# in_service_control

Fig. 1: in_service_control, the metal 4 layer
Supply wires on this layer in gray.
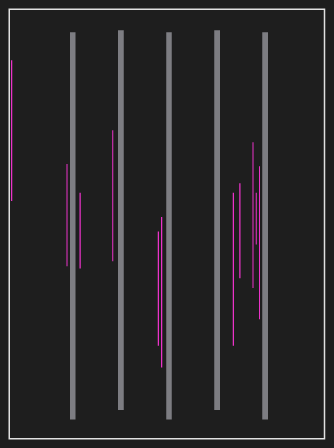

===== src/rtl/pic_pkg.sv =====
// Shared types and helpers for the interrupt controller in-service logic.
package pic_pkg;

   localparam int unsigned NUM_IR     = 8;
   localparam int unsigned LVL_W      = 3;
   localparam int unsigned VEC_BASE_W = 5;

   localparam logic [LVL_W-1:0] ROTATE_DEFAULT = 3'b111;

   typedef enum logic [1:0] {
      ST_IDLE = 2'd0,
      ST_ACK1 = 2'd1,
      ST_ACK2 = 2'd2
   } state_e;

   // Interrupt vector as driven onto the data bus.
   typedef struct packed {
      logic [VEC_BASE_W-1:0] base;
      logic [LVL_W-1:0]      level;
   } vector_t;

   function automatic logic [LVL_W-1:0] encode_onehot(input logic [NUM_IR-1:0] onehot);
      logic [LVL_W-1:0] lvl;
      lvl = '0;
      for (int i = 0; i < NUM_IR; i++) begin
         if (onehot[i]) lvl = lvl | LVL_W'(i);
      end
      return lvl;
   endfunction

endpackage


===== src/rtl/isr_priority_encoder.sv =====
// Finds the highest-priority set ISR bit; priority runs rotate+1 .. rotate (mod 8).
module isr_priority_encoder
   import pic_pkg::*;
(
   input  logic [NUM_IR-1:0] isr,
   input  logic [LVL_W-1:0]  rotate,
   output logic [LVL_W-1:0]  level_c,
   output logic              valid_c
);

   logic [LVL_W-1:0] idx;

   always_comb begin
      level_c = '0;
      valid_c = 1'b0;
      idx     = '0;
      for (int i = 1; i <= NUM_IR; i++) begin
         idx = rotate + LVL_W'(i);
         if (!valid_c && isr[idx]) begin
            valid_c = 1'b1;
            level_c = idx;
         end
      end
   end

endmodule


===== src/rtl/in_service_control.sv =====
// In-service register, INTA acknowledge sequencing and EOI handling.
module in_service_control
   import pic_pkg::*;
(
   input  logic                  clk,
   input  logic                  rst_n,
   input  logic [NUM_IR-1:0]     interrupt_from_priorty_resolver,
   input  logic                  inta_n,
   input  logic                  auto_eoi,
   input  logic                  auto_rotate,
   input  logic                  eoi_cmd,
   input  logic                  eoi_specific,
   input  logic [LVL_W-1:0]      eoi_level,
   input  logic                  rotate_on_eoi,
   input  logic [VEC_BASE_W-1:0] vector_base,
   output logic                  int_out,
   output logic [NUM_IR-1:0]     in_service_register,
   output logic [LVL_W-1:0]      rotate,
   output logic [NUM_IR-1:0]     clear_request,
   output logic [7:0]            data_out,
   output logic                  data_out_en
);

   state_e              state_q, state_d;
   logic                inta_n_q;
   logic [LVL_W-1:0]    level_q, level_d;
   logic                spurious_q, spurious_d;
   logic                int_out_d;
   logic [NUM_IR-1:0]   isr_d, clear_d, set_mask, eoi_clr, auto_clr;
   logic [LVL_W-1:0]    rotate_d;
   logic [7:0]          data_out_d;
   logic                data_out_en_d;
   logic [LVL_W-1:0]    enc_level;
   logic                enc_valid;
   logic                inta_fall, inta_rise;
   vector_t             vec;

   assign inta_fall = inta_n_q & ~inta_n;
   assign inta_rise = ~inta_n_q & inta_n;

   isr_priority_encoder u_enc (
      .isr     (in_service_register),
      .rotate  (rotate),
      .level_c (enc_level),
      .valid_c (enc_valid)
   );

   always_comb begin
      state_d       = state_q;
      level_d       = level_q;
      spurious_d    = spurious_q;
      int_out_d     = int_out;
      clear_d       = '0;
      set_mask      = '0;
      auto_clr      = '0;
      eoi_clr       = '0;
      rotate_d      = rotate;
      data_out_d    = data_out;
      data_out_en_d = data_out_en;
      vec.base      = vector_base;
      vec.level     = level_q;

      unique case (state_q)
         ST_IDLE: begin
            if (inta_fall && int_out) begin
               state_d   = ST_ACK1;
               int_out_d = 1'b0;
               if (|interrupt_from_priorty_resolver) begin
                  level_d    = encode_onehot(interrupt_from_priorty_resolver);
                  set_mask   = NUM_IR'(1) << level_d;
                  clear_d    = set_mask;
                  spurious_d = 1'b0;
               end else begin
                  // Request vanished before the acknowledge: answer with IR7.
                  level_d    = 3'd7;
                  spurious_d = 1'b1;
               end
            end else begin
               int_out_d = |interrupt_from_priorty_resolver;
            end
         end
         ST_ACK1: begin
            if (inta_fall) begin
               state_d       = ST_ACK2;
               data_out_d    = vec;
               data_out_en_d = 1'b1;
            end
         end
         ST_ACK2: begin
            if (inta_rise) begin
               state_d       = ST_IDLE;
               data_out_en_d = 1'b0;
               if (auto_eoi && !spurious_q) begin
                  auto_clr[level_q] = 1'b1;
                  if (auto_rotate) rotate_d = level_q;
               end
            end
         end
         default: state_d = ST_IDLE;
      endcase

      // EOI command; a command rotate takes precedence over an auto rotate.
      if (eoi_cmd) begin
         if (eoi_specific) begin
            eoi_clr[eoi_level] = 1'b1;
            if (rotate_on_eoi) rotate_d = eoi_level;
         end else if (enc_valid) begin
            eoi_clr[enc_level] = 1'b1;
            if (rotate_on_eoi) rotate_d = enc_level;
         end
      end

      // A set in the same cycle wins over any clear of the same bit.
      isr_d = (in_service_register & ~(eoi_clr | auto_clr)) | set_mask;
   end

   always_ff @(posedge clk or negedge rst_n) begin
      if (!rst_n) begin
         state_q             <= ST_IDLE;
         inta_n_q            <= 1'b1;
         level_q             <= '0;
         spurious_q          <= 1'b0;
         int_out             <= 1'b0;
         in_service_register <= '0;
         rotate              <= ROTATE_DEFAULT;
         clear_request       <= '0;
         data_out            <= '0;
         data_out_en         <= 1'b0;
      end else begin
         state_q             <= state_d;
         inta_n_q            <= inta_n;
         level_q             <= level_d;
         spurious_q          <= spurious_d;
         int_out             <= int_out_d;
         in_service_register <= isr_d;
         rotate              <= rotate_d;
         clear_request       <= clear_d;
         data_out            <= data_out_d;
         data_out_en         <= data_out_en_d;
      end
   end

endmodule


===== config.mk =====
export PLATFORM = sky130hd
export DESIGN_NAME = in_service_control
export DESIGN_NICKNAME = d
export VERILOG_FILES = /design/src/rtl/pic_pkg.sv /design/src/rtl/isr_priority_encoder.sv /design/src/rtl/in_service_control.sv
export SDC_FILE = /design/constraint.sdc
export NUM_CORES = 1
export LEC_CHECK = 0
export ABC_AREA = 1
export CAP_MARGIN = 25
export CELL_PAD_IN_SITES_DETAIL_PLACEMENT = 0
export CELL_PAD_IN_SITES_GLOBAL_PLACEMENT = 2
export CORE_ASPECT_RATIO = 1.4
export CORE_MARGIN = 4
export CORE_UTILIZATION = 30
export CTS_BUF_LIST = sky130_fd_sc_hd__clkbuf_8
export DETAILED_ROUTE_END_ITERATION = 16
export MAX_ROUTING_LAYER = met4
export PLACE_DENSITY = 0.82
export SKIP_LAST_GASP = 1
export SLEW_MARGIN = 30
export SYNTH_ARGS = -nofsm -noshare
export SYNTH_HDL_FRONTEND = slang
export SYNTH_SLANG_ARGS = --single-unit

===== constraint.sdc =====
create_clock -name clk -period 3.02 [get_ports clk]
set_input_delay 0.302 -clock clk [delete_from_list [all_inputs] [get_ports clk]]
set_output_delay 0.302 -clock clk [all_outputs]
set_load 0.005 [all_outputs]

# regfile_writeback_flat

[config.mk]
export PLATFORM = sky130hd
export DESIGN_NAME = regfile_writeback_flat
export DESIGN_NICKNAME = d
export VERILOG_FILES = /design/src/rtl/regfile_writeback_if.sv /design/src/rtl/regfile_writeback.sv /design/src/flat_wrapper.sv
export SDC_FILE = /design/constraint.sdc
export NUM_CORES = 1
export LEC_CHECK = 0
export ABC_CLOCK_PERIOD_IN_PS = 4100
export CORE_ASPECT_RATIO = 0.7
export CORE_MARGIN = 1
export CORE_UTILIZATION = 49
export DETAILED_ROUTE_END_ITERATION = 6
export PLACE_DENSITY = 0.81
export SLEW_MARGIN = 20
export SYNTH_ARGS = -nofsm -noshare
export SYNTH_HDL_FRONTEND = slang
export SYNTH_SLANG_ARGS = --single-unit
export TNS_END_PERCENT = 5
[constraint.sdc]
create_clock -name clk -period 4.1 [get_ports clk]
set_clock_uncertainty 0.15 [all_clocks]
set_input_delay 1.23 -clock clk [delete_from_list [all_inputs] [get_ports clk]]
set_output_delay 1.23 -clock clk [all_outputs]
set_load 0.02 [all_outputs]
[src/rtl/regfile_writeback_if.sv]
// regfile_writeback_if: bundle of ALU, load issue/response, hazard-check and regfile write signals
//   master: upstream pipeline side (drives results, loads, decode checks; observes readies, stall, write)
//   slave : regfile_writeback side
//   WB_FORWARD_EN adds fwd_rs_hit / fwd_rt_hit
interface regfile_writeback_if #(parameter int DATA_W = 32);
   logic              alu_valid;
   logic [4:0]        alu_rd;
   logic [DATA_W-1:0] alu_data;
   logic              ld_issue_valid;
   logic [4:0]        ld_issue_rd;
   logic              ld_issue_ready;
   logic              ld_resp_valid;
   logic [DATA_W-1:0] ld_resp_data;
   logic              ld_resp_ready;
   logic [4:0]        chk_rs;
   logic [4:0]        chk_rt;
   logic [4:0]        chk_rd;
   logic              stall;
   logic              we;
   logic [4:0]        rd_addr;
   logic [DATA_W-1:0] rd_data;
`ifdef WB_FORWARD_EN
   logic              fwd_rs_hit;
   logic              fwd_rt_hit;
`endif
   modport master (
`ifdef WB_FORWARD_EN
      input  fwd_rs_hit, fwd_rt_hit,
`endif
      output alu_valid, alu_rd, alu_data, ld_issue_valid, ld_issue_rd, ld_resp_valid, ld_resp_data,
             chk_rs, chk_rt, chk_rd,
      input  ld_issue_ready, ld_resp_ready, stall, we, rd_addr, rd_data
   );
   modport slave (
`ifdef WB_FORWARD_EN
      output fwd_rs_hit, fwd_rt_hit,
`endif
      input  alu_valid, alu_rd, alu_data, ld_issue_valid, ld_issue_rd, ld_resp_valid, ld_resp_data,
             chk_rs, chk_rt, chk_rd,
      output ld_issue_ready, ld_resp_ready, stall, we, rd_addr, rd_data
   );
endinterface

[src/rtl/regfile_writeback.sv]
// regfile_writeback: single-port regfile write arbiter with load-destination scoreboard
//   clk, reset : clock, synchronous active-high reset
//   bus        : regfile_writeback_if.slave (ALU result, load issue/response, decode checks, regfile write)
//   WB_FORWARD_EN : adds write-stage forwarding hits that mask the stall
module regfile_writeback #(
   parameter int LD_DEPTH = 4,
   parameter int DATA_W   = 32
) (
   input logic              clk,
   input logic              reset,
   regfile_writeback_if.slave bus
);
   localparam int AW = $clog2(LD_DEPTH);
   logic [4:0]        tags [LD_DEPTH];
   logic [AW-1:0]     wr_ptr, rd_ptr;
   logic [AW:0]       count;
   logic [31:0]       busy, busy_set, busy_clr;
   logic              full, empty, push, pop, ld_we, we_q;
   logic              rs_hit, rt_hit, rd_hit;
   logic [4:0]        head, addr_q;
   logic [DATA_W-1:0] data_q;
   always_comb begin
      full     = count == (AW+1)'(LD_DEPTH);
      empty    = count == '0;
      head     = tags[rd_ptr];
      push     = bus.ld_issue_valid && !full;
      pop      = bus.ld_resp_valid && !bus.alu_valid && !empty;
      busy_set = push && bus.ld_issue_rd != 5'd0 ? 32'd1 << bus.ld_issue_rd : 32'd0;
      busy_clr = ld_we ? 32'd1 << addr_q : 32'd0;
   end
`ifdef WB_FORWARD_EN
   always_comb begin
      rs_hit = we_q && addr_q != 5'd0 && addr_q == bus.chk_rs;
      rt_hit = we_q && addr_q != 5'd0 && addr_q == bus.chk_rt;
      rd_hit = we_q && addr_q == bus.chk_rd;
   end
   assign bus.fwd_rs_hit = rs_hit;
   assign bus.fwd_rt_hit = rt_hit;
`else
   assign rs_hit = 1'b0;
   assign rt_hit = 1'b0;
   assign rd_hit = 1'b0;
`endif
   assign bus.stall = (bus.chk_rs != 5'd0 && busy[bus.chk_rs] && !rs_hit) ||
                      (bus.chk_rt != 5'd0 && busy[bus.chk_rt] && !rt_hit) ||
                      (bus.chk_rd != 5'd0 && busy[bus.chk_rd] && !rd_hit);
   assign bus.ld_issue_ready = !full;
   assign bus.ld_resp_ready  = pop;
   assign bus.we             = we_q;
   assign bus.rd_addr        = addr_q;
   assign bus.rd_data        = data_q;
   // set is OR-ed after the clear so a re-issue to the register being written keeps it busy
   always_ff @(posedge clk) begin
      if (reset) begin
         wr_ptr <= '0;
         rd_ptr <= '0;
         count  <= '0;
         busy   <= '0;
         we_q   <= 1'b0;
         ld_we  <= 1'b0;
         addr_q <= '0;
         data_q <= '0;
      end else begin
         wr_ptr <= push ? wr_ptr + 1'b1 : wr_ptr;
         rd_ptr <= pop ? rd_ptr + 1'b1 : rd_ptr;
         count  <= count + (AW+1)'(push) - (AW+1)'(pop);
         busy   <= (busy & ~busy_clr) | busy_set;
         we_q   <= bus.alu_valid ? bus.alu_rd != 5'd0 : pop && head != 5'd0;
         ld_we  <= pop && head != 5'd0;
         if (bus.alu_valid || pop) begin
            addr_q <= bus.alu_valid ? bus.alu_rd : head;
            data_q <= bus.alu_valid ? bus.alu_data : bus.ld_resp_data;
         end
      end
   end
   always_ff @(posedge clk)
      if (push) tags[wr_ptr] <= bus.ld_issue_rd;
endmodule

[src/flat_wrapper.sv]
// flat-port wrapper written by rule: the top's interface ports become plain ports
module regfile_writeback_flat 
#(
   parameter int LD_DEPTH = 4,
   parameter int DATA_W   = 32
)
  (clk, reset, bus_alu_valid, bus_alu_rd, bus_alu_data, bus_ld_issue_valid, bus_ld_issue_rd, bus_ld_resp_valid, bus_ld_resp_data, bus_chk_rs, bus_chk_rt, bus_chk_rd, bus_ld_issue_ready, bus_ld_resp_ready, bus_stall, bus_we, bus_rd_addr, bus_rd_data);
  regfile_writeback_if #(.DATA_W(DATA_W)) bus_i ();
  input logic clk;
  input logic reset;
  input wire logic [$bits(bus_i.alu_valid)-1:0] bus_alu_valid;
  input wire logic [$bits(bus_i.alu_rd)-1:0] bus_alu_rd;
  input wire logic [$bits(bus_i.alu_data)-1:0] bus_alu_data;
  input wire logic [$bits(bus_i.ld_issue_valid)-1:0] bus_ld_issue_valid;
  input wire logic [$bits(bus_i.ld_issue_rd)-1:0] bus_ld_issue_rd;
  input wire logic [$bits(bus_i.ld_resp_valid)-1:0] bus_ld_resp_valid;
  input wire logic [$bits(bus_i.ld_resp_data)-1:0] bus_ld_resp_data;
  input wire logic [$bits(bus_i.chk_rs)-1:0] bus_chk_rs;
  input wire logic [$bits(bus_i.chk_rt)-1:0] bus_chk_rt;
  input wire logic [$bits(bus_i.chk_rd)-1:0] bus_chk_rd;
  output wire logic [$bits(bus_i.ld_issue_ready)-1:0] bus_ld_issue_ready;
  output wire logic [$bits(bus_i.ld_resp_ready)-1:0] bus_ld_resp_ready;
  output wire logic [$bits(bus_i.stall)-1:0] bus_stall;
  output wire logic [$bits(bus_i.we)-1:0] bus_we;
  output wire logic [$bits(bus_i.rd_addr)-1:0] bus_rd_addr;
  output wire logic [$bits(bus_i.rd_data)-1:0] bus_rd_data;
  assign bus_i.alu_valid = bus_alu_valid;
  assign bus_i.alu_rd = bus_alu_rd;
  assign bus_i.alu_data = bus_alu_data;
  assign bus_i.ld_issue_valid = bus_ld_issue_valid;
  assign bus_i.ld_issue_rd = bus_ld_issue_rd;
  assign bus_i.ld_resp_valid = bus_ld_resp_valid;
  assign bus_i.ld_resp_data = bus_ld_resp_data;
  assign bus_i.chk_rs = bus_chk_rs;
  assign bus_i.chk_rt = bus_chk_rt;
  assign bus_i.chk_rd = bus_chk_rd;
  assign bus_ld_issue_ready = bus_i.ld_issue_ready;
  assign bus_ld_resp_ready = bus_i.ld_resp_ready;
  assign bus_stall = bus_i.stall;
  assign bus_we = bus_i.we;
  assign bus_rd_addr = bus_i.rd_addr;
  assign bus_rd_data = bus_i.rd_data;
  regfile_writeback #(.LD_DEPTH(LD_DEPTH), .DATA_W(DATA_W)) u_core (.clk(clk), .reset(reset), .bus(bus_i));
endmodule
# tensor_reader

[src/rtl/tensor_reader.sv]
// Read-only traversal of a ROWS x COLS tensor, streaming one element per
// two cycles in row- or column-major order over a valid/ready output.
module tensor_reader #(
  parameter int ROWS     = 2,
  parameter int COLS     = 4,
  parameter int ROW_BITS = 2,
  parameter int COL_BITS = 4
) (
  input  logic                clk,
  input  logic                rst,
  input  logic                start,
  input  logic                col_major,
  input  logic                abort,
  output logic [ROW_BITS-1:0] sel_r,
  output logic [COL_BITS-1:0] sel_c,
  input  logic [15:0]         param_in,
  output logic [15:0]         out_data,
  output logic                out_valid,
  input  logic                out_ready,
  output logic                out_eol,
  output logic                out_last,
  output logic                busy,
  output logic                done,
  output logic [1:0]          dbg_state
);

  // Handshake: an element transfers on a rising edge where out_valid and
  // out_ready are both high and abort is low; out_data/out_eol/out_last are
  // held stable while out_valid=1 and out_ready=0.

  typedef enum logic [1:0] {
    S_IDLE = 2'd0,
    S_LOAD = 2'd1,
    S_SEND = 2'd2,
    S_DONE = 2'd3
  } state_t;

  localparam logic [ROW_BITS-1:0] ROW_MAX = ROW_BITS'(ROWS - 1);
  localparam logic [COL_BITS-1:0] COL_MAX = COL_BITS'(COLS - 1);

  state_t                r_state;
  state_t                w_next;
  logic [ROW_BITS-1:0]   r_row;
  logic [COL_BITS-1:0]   r_col;
  logic                  r_order;
  logic [15:0]           r_data;
  logic                  r_valid;
  logic                  r_eol;
  logic                  r_last;
  logic                  r_done;
  logic                  w_row_end;
  logic                  w_col_end;
  logic                  w_accept;

  assign w_row_end = (r_row == ROW_MAX);
  assign w_col_end = (r_col == COL_MAX);
  assign w_accept  = (r_state == S_SEND) && out_ready;

  always_comb begin
    w_next = r_state;
    if (abort) begin
      w_next = S_IDLE;
    end else begin
      case (r_state)
        S_IDLE: if (start) w_next = S_LOAD;
        S_LOAD: w_next = S_SEND;
        S_SEND: if (out_ready) w_next = r_last ? S_DONE : S_LOAD;
        S_DONE: w_next = S_IDLE;
        default: w_next = S_IDLE;
      endcase
    end
  end

  always_ff @(posedge clk or posedge rst) begin
    if (rst) begin
      r_state <= S_IDLE;
      r_row   <= '0;
      r_col   <= '0;
      r_order <= 1'b0;
      r_data  <= '0;
      r_valid <= 1'b0;
      r_eol   <= 1'b0;
      r_last  <= 1'b0;
      r_done  <= 1'b0;
    end else begin
      r_state <= w_next;
      r_done  <= 1'b0;
      if (abort) begin
        r_valid <= 1'b0;
        r_row   <= '0;
        r_col   <= '0;
      end else begin
        case (r_state)
          S_IDLE: begin
            if (start) begin
              r_row   <= '0;
              r_col   <= '0;
              r_order <= col_major;
            end
          end
          S_LOAD: begin
            r_data  <= param_in;
            r_valid <= 1'b1;
            r_eol   <= r_order ? w_row_end : w_col_end;
            r_last  <= w_row_end && w_col_end;
          end
          S_SEND: begin
            if (w_accept) begin
              r_valid <= 1'b0;
              if (r_last) begin
                r_done <= 1'b1;
              end else if (r_order) begin
                // Column-major: walk down the column, then step right.
                if (w_row_end) begin
                  r_row <= '0;
                  r_col <= r_col + 1'b1;
                end else begin
                  r_row <= r_row + 1'b1;
                end
              end else begin
                if (w_col_end) begin
                  r_col <= '0;
                  r_row <= r_row + 1'b1;
                end else begin
                  r_col <= r_col + 1'b1;
                end
              end
            end
          end
          default: ;
        endcase
      end
    end
  end

  assign sel_r     = r_row;
  assign sel_c     = r_col;
  assign out_data  = r_data;
  assign out_valid = r_valid;
  assign out_eol   = r_eol;
  assign out_last  = r_last;
  assign busy      = (r_state != S_IDLE);
  assign done      = r_done;
  assign dbg_state = r_state;

endmodule

[config.mk]
export PLATFORM = sky130hd
export DESIGN_NAME = tensor_reader
export DESIGN_NICKNAME = d
export VERILOG_FILES = /design/src/rtl/tensor_reader.sv
export SDC_FILE = /design/constraint.sdc
export NUM_CORES = 1
export LEC_CHECK = 0
export CAP_MARGIN = 20
export CELL_PAD_IN_SITES_DETAIL_PLACEMENT = 1
export CELL_PAD_IN_SITES_GLOBAL_PLACEMENT = 2
export CORE_MARGIN = 4
export CORE_UTILIZATION = 25
export DETAILED_ROUTE_END_ITERATION = 6
export GPL_ROUTABILITY_DRIVEN = 0
export MAX_ROUTING_LAYER = met4
export PLACE_DENSITY = 0.77
export SYNTH_ARGS = -nofsm -noshare
export SYNTH_HDL_FRONTEND = slang
export SYNTH_SLANG_ARGS = --single-unit
[constraint.sdc]
create_clock -name clk -period 1.8 [get_ports clk]
set_input_delay 0.45 -clock clk [delete_from_list [all_inputs] [get_ports clk]]
set_output_delay 0.45 -clock clk [all_outputs]
set_load 0.03 [all_outputs]
# band_mac_scheduler_flat

<file path="src/rtl/band_mac_scheduler_pkg.sv">
// Shared parameters and state encoding for the equalizer MAC scheduler.
// BAND_W/TAP_W are derived widths for band and tap indices; ADDR_W is the
// {band, tap} coefficient address width.
package eq_pkg;
  localparam int NUM_BANDS = 8;
  localparam int NUM_TAPS  = 64;                 // power of two
  localparam int BAND_W    = $clog2(NUM_BANDS);
  localparam int TAP_W     = $clog2(NUM_TAPS);
  localparam int ADDR_W    = BAND_W + TAP_W;

  typedef logic [2:0] state_t;
  localparam state_t ST_IDLE   = 3'd0;
  localparam state_t ST_LOAD   = 3'd1;
  localparam state_t ST_RUN    = 3'd2;
  localparam state_t ST_DRAIN0 = 3'd3;
  localparam state_t ST_DRAIN1 = 3'd4;
endpackage

</file>
<file path="src/rtl/band_mac_scheduler_if.sv">
// Bus between the scheduler and its neighbours: sample source handshake,
// delay-line shift, MAC controls, tap/coefficient addressing, result tag.
// master: scheduler side. slave: environment side.
interface band_mac_scheduler_if;
  import eq_pkg::*;
  logic                 sample_valid;
  logic                 sample_ready;
  logic [NUM_BANDS-1:0] band_en;
  logic                 shift_en;
  logic                 mac_en;
  logic                 mac_first;
  logic                 mac_latch;
  logic [TAP_W-1:0]     tap_idx;
  logic [ADDR_W-1:0]    coeff_addr;
  logic                 res_valid;
  logic [BAND_W-1:0]    res_band;
  logic                 busy;

  modport master (
    input  sample_valid, band_en,
    output sample_ready, shift_en, mac_en, mac_first, mac_latch,
           tap_idx, coeff_addr, res_valid, res_band, busy
  );
  modport slave (
    output sample_valid, band_en,
    input  sample_ready, shift_en, mac_en, mac_first, mac_latch,
           tap_idx, coeff_addr, res_valid, res_band, busy
  );
endinterface

</file>
<file path="src/rtl/band_mac_scheduler_band_pick.sv">
// Combinational band selector.
//   mask       : enabled-band mask captured at acceptance
//   cur        : band currently being run
//   next_band  : lowest enabled band strictly above cur (valid if next_found)
//   next_found : such a band exists
//   low_band   : lowest enabled band overall (0 when mask is empty)
module eq_band_pick
  import eq_pkg::*;
(
  input  logic [NUM_BANDS-1:0] mask,
  input  logic [BAND_W-1:0]    cur,
  output logic [BAND_W-1:0]    next_band,
  output logic                 next_found,
  output logic [BAND_W-1:0]    low_band
);
  // Scan top-down so the last hit written is the lowest one.
  always_comb begin
    next_band  = '0;
    next_found = 1'b0;
    low_band   = '0;
    for (int i = NUM_BANDS - 1; i >= 0; i--) begin
      if (mask[i]) begin
        low_band = BAND_W'(i);
        if (i > int'(cur)) begin
          next_found = 1'b1;
          next_band  = BAND_W'(i);
        end
      end
    end
  end
endmodule

</file>
<file path="src/rtl/band_mac_scheduler.sv">
// Shared-MAC scheduler: for each accepted sample, runs every enabled band's
// NUM_TAPS-tap FIR one tap per cycle on the single MAC, then drains the last
// sum. Each band's saturated result is tagged with its band on res_band.
//   clk, rst_n : clock, async active-low reset
//   bus        : band_mac_scheduler_if.master (handshake, MAC controls,
//                tap/coeff addresses, result tag, busy)
module band_mac_scheduler
  import eq_pkg::*;
(
  input  logic clk,
  input  logic rst_n,
  band_mac_scheduler_if.master bus
);
  state_t               state;
  logic [NUM_BANDS-1:0] mask_q;
  logic [BAND_W-1:0]    band_q;
  logic [BAND_W-1:0]    prev_band;
  logic [TAP_W-1:0]     tap_q;
  logic                 first_band;
  logic                 res_valid_q;
  logic [BAND_W-1:0]    res_band_q;

  logic [BAND_W-1:0]    next_band, low_band;
  logic                 next_found;
  logic                 in_run, last_tap, mac_latch;

  eq_band_pick u_pick (
    .mask       (mask_q),
    .cur        (band_q),
    .next_band  (next_band),
    .next_found (next_found),
    .low_band   (low_band)
  );

  assign in_run   = (state == ST_RUN);
  assign last_tap = (tap_q == TAP_W'(NUM_TAPS - 1));
  // Tap 1 of a non-first band latches the previous band's saturated sum;
  // the last band is latched in DRAIN1 after DRAIN0 moves it to final.
  assign mac_latch = (in_run && tap_q == TAP_W'(1) && !first_band) ||
                     (state == ST_DRAIN1);

  assign bus.sample_ready = (state == ST_IDLE);
  assign bus.busy         = (state != ST_IDLE);
  assign bus.shift_en     = (state == ST_LOAD);
  assign bus.mac_en       = in_run;
  assign bus.mac_first    = (in_run && tap_q == '0) || (state == ST_DRAIN0);
  assign bus.mac_latch    = mac_latch;
  // band_q/tap_q only move on entry to or within RUN, so these hold outside it.
  assign bus.tap_idx      = tap_q;
  assign bus.coeff_addr   = {band_q, tap_q};
  assign bus.res_valid    = res_valid_q;
  assign bus.res_band     = res_band_q;

  always_ff @(posedge clk or negedge rst_n) begin
    if (!rst_n) begin
      state       <= ST_IDLE;
      mask_q      <= '0;
      band_q      <= '0;
      prev_band   <= '0;
      tap_q       <= '0;
      first_band  <= 1'b0;
      res_valid_q <= 1'b0;
      res_band_q  <= '0;
    end else begin
      res_valid_q <= mac_latch;
      if (mac_latch) res_band_q <= prev_band;
      case (state)
        ST_IDLE: if (bus.sample_valid) begin
          mask_q <= bus.band_en;
          state  <= ST_LOAD;
        end
        ST_LOAD: if (mask_q == '0) begin
          state <= ST_IDLE;
        end else begin
          band_q     <= low_band;
          tap_q      <= '0;
          first_band <= 1'b1;
          state      <= ST_RUN;
        end
        ST_RUN: if (last_tap) begin
          prev_band  <= band_q;
          first_band <= 1'b0;
          if (next_found) begin
            band_q <= next_band;
            tap_q  <= '0;
          end else begin
            state  <= ST_DRAIN0;     // tap_q stays at the last tap
          end
        end else begin
          tap_q <= tap_q + TAP_W'(1);
        end
        ST_DRAIN0: state <= ST_DRAIN1;
        ST_DRAIN1: state <= ST_IDLE;
        default:   state <= ST_IDLE;
      endcase
    end
  end
endmodule

</file>
<file path="src/flat_wrapper.sv">
// flat-port wrapper written by rule: the top's interface ports become plain ports
module band_mac_scheduler_flat import eq_pkg::*;
  (clk, rst_n, bus_sample_valid, bus_band_en, bus_sample_ready, bus_shift_en, bus_mac_en, bus_mac_first, bus_mac_latch, bus_tap_idx, bus_coeff_addr, bus_res_valid, bus_res_band, bus_busy);
  band_mac_scheduler_if bus_i ();
  input  logic clk;
  input  logic rst_n;
  input wire logic [$bits(bus_i.sample_valid)-1:0] bus_sample_valid;
  input wire logic [$bits(bus_i.band_en)-1:0] bus_band_en;
  output wire logic [$bits(bus_i.sample_ready)-1:0] bus_sample_ready;
  output wire logic [$bits(bus_i.shift_en)-1:0] bus_shift_en;
  output wire logic [$bits(bus_i.mac_en)-1:0] bus_mac_en;
  output wire logic [$bits(bus_i.mac_first)-1:0] bus_mac_first;
  output wire logic [$bits(bus_i.mac_latch)-1:0] bus_mac_latch;
  output wire logic [$bits(bus_i.tap_idx)-1:0] bus_tap_idx;
  output wire logic [$bits(bus_i.coeff_addr)-1:0] bus_coeff_addr;
  output wire logic [$bits(bus_i.res_valid)-1:0] bus_res_valid;
  output wire logic [$bits(bus_i.res_band)-1:0] bus_res_band;
  output wire logic [$bits(bus_i.busy)-1:0] bus_busy;
  assign bus_i.sample_valid = bus_sample_valid;
  assign bus_i.band_en = bus_band_en;
  assign bus_sample_ready = bus_i.sample_ready;
  assign bus_shift_en = bus_i.shift_en;
  assign bus_mac_en = bus_i.mac_en;
  assign bus_mac_first = bus_i.mac_first;
  assign bus_mac_latch = bus_i.mac_latch;
  assign bus_tap_idx = bus_i.tap_idx;
  assign bus_coeff_addr = bus_i.coeff_addr;
  assign bus_res_valid = bus_i.res_valid;
  assign bus_res_band = bus_i.res_band;
  assign bus_busy = bus_i.busy;
  band_mac_scheduler u_core (.clk(clk), .rst_n(rst_n), .bus(bus_i));
endmodule
</file>
<file path="config.mk">
export PLATFORM = sky130hd
export DESIGN_NAME = band_mac_scheduler_flat
export DESIGN_NICKNAME = d
export VERILOG_FILES = /design/src/rtl/band_mac_scheduler_pkg.sv /design/src/rtl/band_mac_scheduler_if.sv /design/src/rtl/band_mac_scheduler_band_pick.sv /design/src/rtl/band_mac_scheduler.sv /design/src/flat_wrapper.sv
export SDC_FILE = /design/constraint.sdc
export NUM_CORES = 1
export LEC_CHECK = 0
export CAP_MARGIN = 20
export CORE_UTILIZATION = 40
export DETAILED_ROUTE_END_ITERATION = 12
export HOLD_SLACK_MARGIN = 0.08
export MAX_ROUTING_LAYER = met4
export PLACE_DENSITY_LB_ADDON = 0.1
export SYNTH_ARGS = -nofsm -noshare
export SYNTH_HDL_FRONTEND = slang
export SYNTH_SLANG_ARGS = --single-unit
export TNS_END_PERCENT = 100
</file>
<file path="constraint.sdc">
create_clock -name clk -period 2 [get_ports clk]
set_clock_uncertainty 0.05 [all_clocks]
set_input_delay 0.2 -clock clk [delete_from_list [all_inputs] [get_ports clk]]
set_output_delay 0.2 -clock clk [all_outputs]
set_load 0.005 [all_outputs]
</file>
Fig. 2: in_service_control, clock wiring as the flow saved it
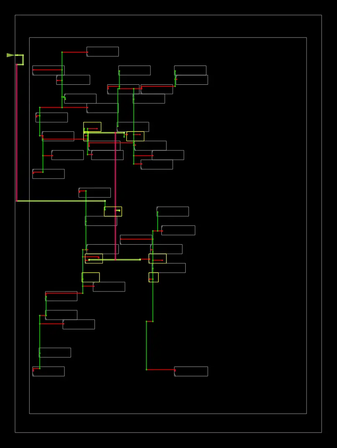
clk sink count: 36
total of clock buffers placed in the layout: 6
final worst clock skew: 0.004783 ns

Fig. 3: in_service_control, close-up of the layout
The bar under the picture is 10 um long. Window x 29 to 59, y 45 to 75 um. Cells in gray, sequential cells in the stronger gray; small squares are vias.
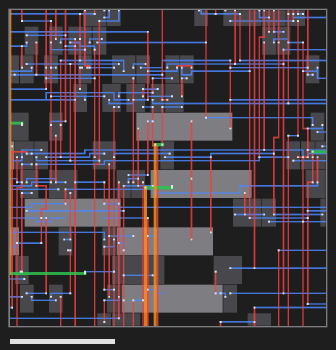
| color | layer |
|---|---|
| red | metal 2 |
| green | metal 3 |
| orange | metal 4 |
| blue | metal 1 |
netlist names of flops here include: in_service_register (3), rotate (2)
cells with their middle in the window: 56
sequential cells in the window: 5
most frequent: nand2_1 (21), inv_1 (8), o21ai_0 (5)

Notes on Fig. 1 above:
nets with wire on the layer: 11
main direction: vertical
total length of routed wires: 8.118 mm
DR vias: 2664

==> out/results.tsv, in_service_control <==
stage	metric	value	unit
status	status	finished, final reports clean	
drt	Via density	4.852	
logic_synthesis	number of unique standard cell types used by synthesis	37	
logic_synthesis	main logic family after synthesis	simple AND/OR/NAND/NOR gates	
logic_synthesis	mean instance size in the synthesized netlist	7.020	um2
cts	post-CTS setup-driven buffer insertion count	0	
timing	total negative slack for setup checks	0	ns
flow_run	number of violations of the max-capacitance limit	0	
logic_synthesis	number of standard cells after synthesis	388	
final_layout	number of sequential cells	36	
cts	number of buffers inserted by hold repair at cts	0	
floorplan	number of rows in the core area	40	
worst_setup_path	cell-by-cell listing of the critical path	buf_4, ha_1, inv_1, nand2_1, nand2_1, nand3_1, nand2_1, inv_2, nand4_4, nor2_4, nand3_1, nand2_2, nor2_4, nor2_4, nand2_1, nand2_1, nand2_1, nand2_1, nand2_1	
power	switching power of the nets	0.002080	W
timing	post-layout minimum cycle time	2.763	ns
floorplan	core area	0.008708	mm2
power	power attributed to combinational cells	0.00282	W
power	net switching fraction of the power	0.5318	
cts	clock root cell	sky130_fd_sc_hd__clkbuf_8	
worst_setup_path	highest fanout seen on the critical path	13	
final_layout	Layout area overhead	26.27	%
global_routing	initial antenna violation count	0	
logic_synthesis	mux cell area share after synthesis	0.02067	
global_routing	Global Route Usage Sum	0.1633	
power	largest power group	combinational cells	
place	port buffer count	52	
## in_service_control: critical path: cells and delay by family (launching register included)
family                   cells  cell delay [ns]
AND/OR/NAND/NOR             15             1.50
adder cells (fa/ha/maj)      1             0.22
flip-flops                   1             0.54
buffers and inverters        3             0.42
## in_service_control: cell families (layout without fill, tap and decap cells)
family,after synthesis,in the layout
xor gates and xnor gates,3,3
buffers and inverters,67,123
muxes,5,5
AOI/OAI and AO/OA,49,49
DFF,36,36
and+or+nand+nor,226,226
adders and majority gates,2,2
## in_service_control: flip-flops by register name, summed over array words and instances (netlist names)
signal	count
clear_request	8
in_service_register	8
data_out	8
rotate	3
int_out	1
level_q	3
inta_n_q	1
spurious_q	1
data_out_en	1
state_q	2
## in_service_control: per-stage QoR
step	area [um2]	power [W]	utilization
after floorplan	2724	0.002844	-
after detailed placement	3343	0.003576	0.3839
after global routing	3440	0.004308	0.3950
final	3440	0.003911	0.3950
after CTS	3437	0.003943	0.3947
after global placement	3343	0.003595	0.3839
## in_service_control: routing by layer
layer  vias to the layer above  share of wire  track usage
met2                        67           0.53       0.2814
met5                         -              0            -
met3                        23          0.026      0.01840
met4                         0          0.045      0.07750
met1                      1211           0.40       0.1848
li1                       1363              -            -
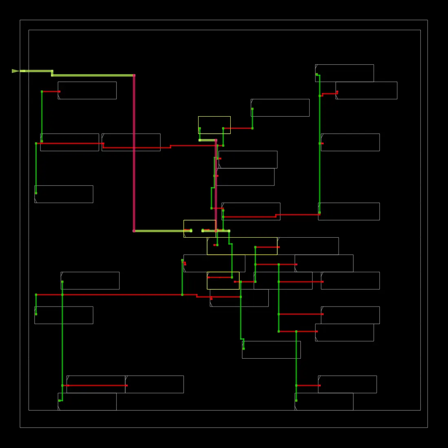
Fig. 4. Clock wiring as the flow saved it (band_mac_scheduler_flat).
total of clock buffers placed in the layout: 3
number of sequential cells: 28
clk sink count: 28
Latency at later pin: 0.28 ns

==> out/results.tsv, band_mac_scheduler_flat <==
stage	metric	value	unit
timing	post-layout minimum cycle time	1.947	ns
logic_synthesis	cell with the most instances after synthesis	sky130_fd_sc_hd__dfrtp_1	
logic_synthesis	fraction of the mapped netlist area in simple logic gates	0.2002	
cts	post-CTS setup-driven buffer insertion count	1	
final_layout	MI comb area	794.5	um2
global_routing	most utilized layer in the global route result	met2	
drt	number of remaining DRC errors	0	
final_layout	layout cell share with drive strength beyond 1	0.2683	
timing	Final Hold Viols	0	
status	status	finished, final reports clean	
final_layout	non-filler cells in the finished layout	253	
drt	Via density	5.198	
final_layout	top cell category	combinational gates	
final_layout	diode insertion count for antenna repair	0	
power	total internal power	0.001864	W
floorplan	core area	0.003689	mm2
drt	detailed-route wire length per cell	13.75	um
worst_setup_path	capture point of the critical path	u_core.band_q[0]	
drt	DR vias	1315	
logic_synthesis	sequential-to-total area share from yosys stat	0.4538	
global_routing	maximum number of pins on one net before global-route repair	29	
global_routing	via count of the first global-routing pass	1321	
worst_setup_path	CP Class	flip-flop to flip-flop	
power	switching power of the nets	0.001085	W
place	dpl cells	246	
worst_setup_path	critical register-to-register path startpoint	u_core.band_q[0]	
cts	total number of H-tree levels	1	
## band_mac_scheduler_flat: power groups by stage
stage / registers (W) / clock network [W] / logic (W)
global route: 0.00101 / 0.000477 / 0.00169
global placement: 0.000951 / 0 / 0.00139
CTS: 0.000953 / 0.000454 / 0.00144
floorplan: 0.000923 / 0 / 0.000855
finish: 0.000971 / 0.000448 / 0.00153
detailed placement: 0.000966 / 0 / 0.00140
## band_mac_scheduler_flat: critical path, stage by stage, from the launching register on
cell and delay (ns):
sky130_fd_sc_hd__dfrtp_1 0.54, sky130_fd_sc_hd__o21ai_1 0.16, sky130_fd_sc_hd__o21ai_1 0.19, sky130_fd_sc_hd__nor4b_4 0.34, sky130_fd_sc_hd__o21a_2 0.21, sky130_fd_sc_hd__mux2_2 0.34
## band_mac_scheduler_flat: sequential cells by signal, indices dropped and copies added (netlist names)
register              flops
u_core.state              3
u_core.bus.tap_idx        6
u_core.prev_band          3
u_core.mask_q             8
u_core.bus.res_valid      1
u_core.band_q             3
u_core.first_band         1
u_core.bus.res_band       3
Fig. 5: tensor_reader, clock wiring as the flow saved it
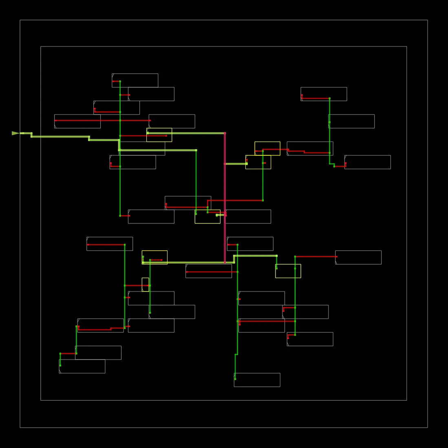
Inserted Clock Buffers: 5
total of clock buffers placed in the layout: 7

==> out/results.tsv, tensor_reader <==
stage	metric	value	unit
status	status	finished, final reports clean	
cts	worst-case clock buffer depth	2	
floorplan	top-level I/O count	51	
timing	Setup Viol. Count Final	0	
worst_setup_path	Critical Path Start Type	flip-flop	
global_routing	initial antenna violation count	0	
floorplan	Die Outline Area	0.006634	mm2
worst_setup_path	cell family contributing the most delay on the critical path	buffers and inverters	
final_layout	non-filler cells in the finished layout	282	
drt	number of remaining DRC errors	0	
worst_setup_path	CP max stage cell	sky130_fd_sc_hd__clkdlybuf4s50_1	
worst_setup_path	number of cells on the critical path	1	
place	dpl cells	275	
final_layout	layout cell share with drive strength beyond 1	0.1557	
final_layout	commonest cells after routing, fill and taps aside	56 x sky130_fd_sc_hd__nand2_1, 29 x sky130_fd_sc_hd__dfrtp_1, 27 x sky130_fd_sc_hd__clkdlybuf4s50_1	
power	PwrDens	949.7	mW/mm2
logic_synthesis	mean instance size in the synthesized netlist	9.302	um2
power	power attributed to combinational cells	0.000657	W
worst_setup_path	Crit path buffers/inverters	1	
place	Final HPWL DP	3.181	mm
timing	post-layout minimum cycle time	1.762	ns
final_layout	diode insertion count for antenna repair	0	
min_path	hold-critical path endpoint	out_data[7]	
==> tensor_reader: metrics by stage <==
stage               cell area [um2]  utilization  setup slack [ns]
CTS                            2096       0.4052          0.004824
global placement               2019       0.3904          -0.04147
floorplan                      1349            -            0.1651
global route                   2135       0.4127          0.001450
finish                         2135       0.4127           0.03798
detailed placement             2019       0.3904          -0.08222
==> tensor_reader: routing by layer <==
layer | up-vias | global-route usage | wire, um
met4 | 0 | 0.03547 | 41
met2 | 38 | 0.2207 | 1954
met5 | - | - | 0
met3 | 6 | 0.05482 | 282
met1 | 591 | 0.1775 | 1753
li1 | 611 | - | -
==> tensor_reader: cell type report <==
class                      instances  area share
clock buffer                       7     0.04045
multi-input combinational        108      0.2726
tap                               70     0.04103
sequential                        29      0.3400
inverter                           3    0.005275
timing repair buffer              65      0.3007
==> tensor_reader: cell families (layout without fill, tap and decap cells) <==
group,Yosys count,count (layout),share of synthesized area
fa+ha+maj,1,1,0.009275
buf+inv,8,75,0.03061
compound gates,21,21,0.1104
mux,3,3,0.02319
simple gates,83,83,0.2885
flops,29,29,0.5380
Fig. 6: regfile_writeback_flat, routed metal, one color a layer
Two of the layers only.
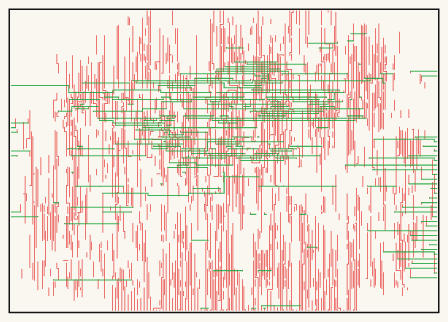
| color | layer | wire length |
|---|---|---|
| green | metal 3 | 1840 um |
| red | metal 2 | 7110 um |
detailed-route wire length per cell: 19.54 um
DR vias: 4835
Global Route Usage Sum: 0.2966
total length of routed wires: 15.91 mm

==> out/results.tsv, regfile_writeback_flat <==
stage	metric	value	unit
global_routing	met3 GRT Util	0.1014	
worst_setup_path	endpoint of the worst register-to-register path	u_core.count[2]	
logic_synthesis	cell with the most instances after synthesis	sky130_fd_sc_hd__nor2_1	
floorplan	horizontal die size	124.1	um
logic_synthesis	total number of yosys warnings	0	
power	Worst IR Drop VDD	0.0003549	V
logic_synthesis	Post-Synthesis Cell Area	0.005116	mm2
floorplan	Die Outline Area	0.01086	mm2
final_layout	relative area of non-clock buffer cells in the final design	0.2286	
logic_synthesis	dominant cell type by area after synthesis	sky130_fd_sc_hd__dfxtp_1	
final_layout	sequential cell area	0.002182	mm2
logic_synthesis	number of flops mapped to enable cells by yosys	20	
cts	Inserted Clock Buffers	9	
status	status	finished, final reports clean	
power	share of power burned in the clock network	0.283	
-- regfile_writeback_flat: stage by stage --
stage	setup TNS [ns]	power (W)	hold WS (ns)	worst slack [ns]	instance area, um2
floorplan	0	0.001764	0.3142	0.1585	5116
global route	-0.07835	0.003058	0.3777	-0.07835	7127
finish	0	0.002918	0.3576	0.01469	7127
detailed placement	-1.007	0.002092	0.3475	-1.007	6695
global placement	-1.086	0.002054	0.3316	-1.086	6695
CTS	0	0.002916	0.3578	0.003310	6985
-- regfile_writeback_flat: state kept, by name, summed over array words and instances, names as in the netlist, named ones only --
| register | flops |
|---|---|
| u_core.rd_ptr | 2 |
| u_core.bus.rd_data | 32 |
| u_core.count | 3 |
| u_core.ld_we | 1 |
| u_core.bus.we | 1 |
| u_core.busy | 31 |
| u_core.tags | 20 |
| u_core.wr_ptr | 2 |
| u_core.bus.rd_addr | 5 |
-- regfile_writeback_flat: cells by family after synthesis --
kind of cell,after synthesis,synth area share
flops,99,0.4265
compound gates,117,0.1304
mux,69,0.1912
fa+ha+maj,7,0.01859
buf+inv,48,0.04646
simple gates,191,0.1783
xor+xnor,5,0.008561

==> notes/layouts.md <==
Pictures saved along the way, in no particular order.

The metal 1 layer.
Supply wires on this layer in gray.
(a)
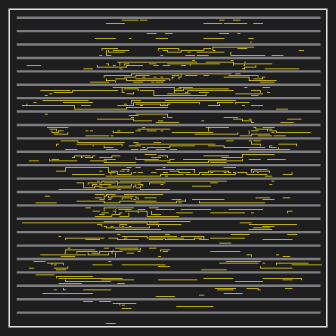
(b)
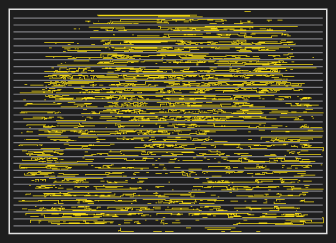
(c)
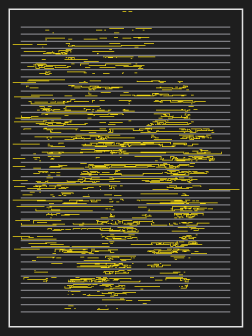
(d)
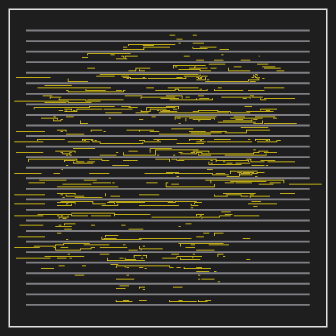
(c): in_service_control
(b): regfile_writeback_flat
(d): tensor_reader
(a): band_mac_scheduler_flat

Key to (c):
share of all routed wire: 40%
wire length on this layer: 3270 um



==> layout pictures side by side <==
Close-up of the layout.
panel A
The bar under the picture is 10 um long. Window x 26 to 56, y 26 to 56 um. Cells in gray, sequential cells in the stronger gray; small squares are vias.
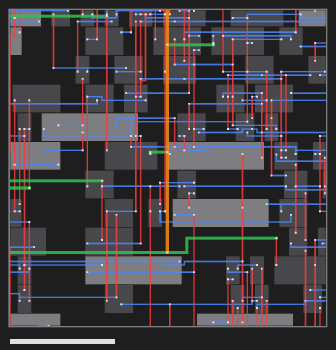
panel B
The bar under the picture is 10 um long. Window x 17 to 47, y 17 to 47 um. Cells in gray, sequential cells in the stronger gray; small squares are vias.
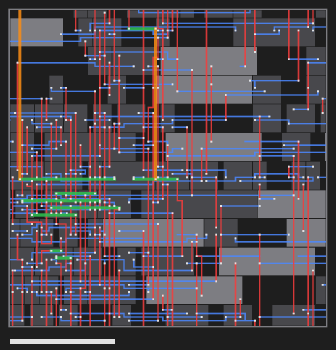
panel C
The bar under the picture is 10 um long. Window x 47 to 77, y 29 to 59 um. Cells in gray, sequential cells in the stronger gray; small squares are vias.
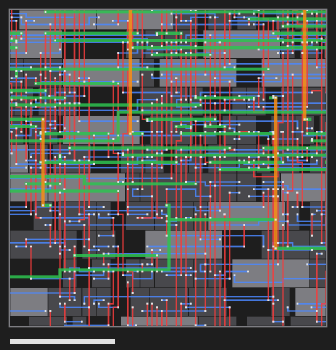
- smallest die: panel B
- largest die: panel C
For tensor_reader, see panel A.
For band_mac_scheduler_flat, see panel B.
For regfile_writeback_flat, see panel C.


==> notes/layouts.md <==
Pictures saved along the way, in no particular order.

Routed metal, one color a layer.
Two of the layers only.
shot_01.png
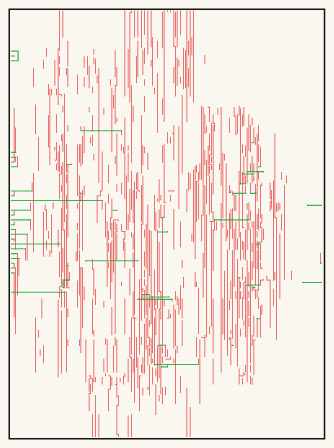
shot_02.png
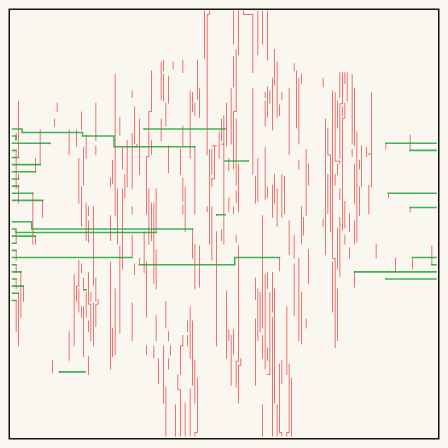
shot_03.png
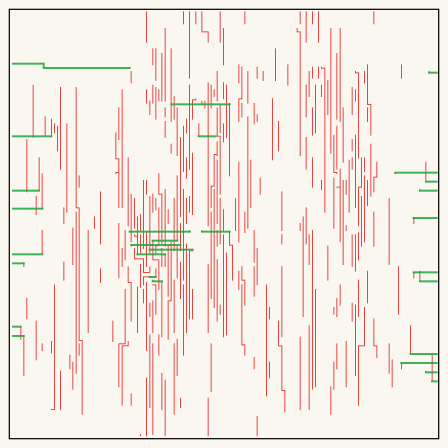
shot_03.png comes from band_mac_scheduler_flat.
shot_01.png comes from in_service_control.
shot_02.png comes from tensor_reader.
Of these, most wire: shot_01.png
Of these, least wire: shot_03.png

No activity file was given, so power comes from the tool's default toggle rates.
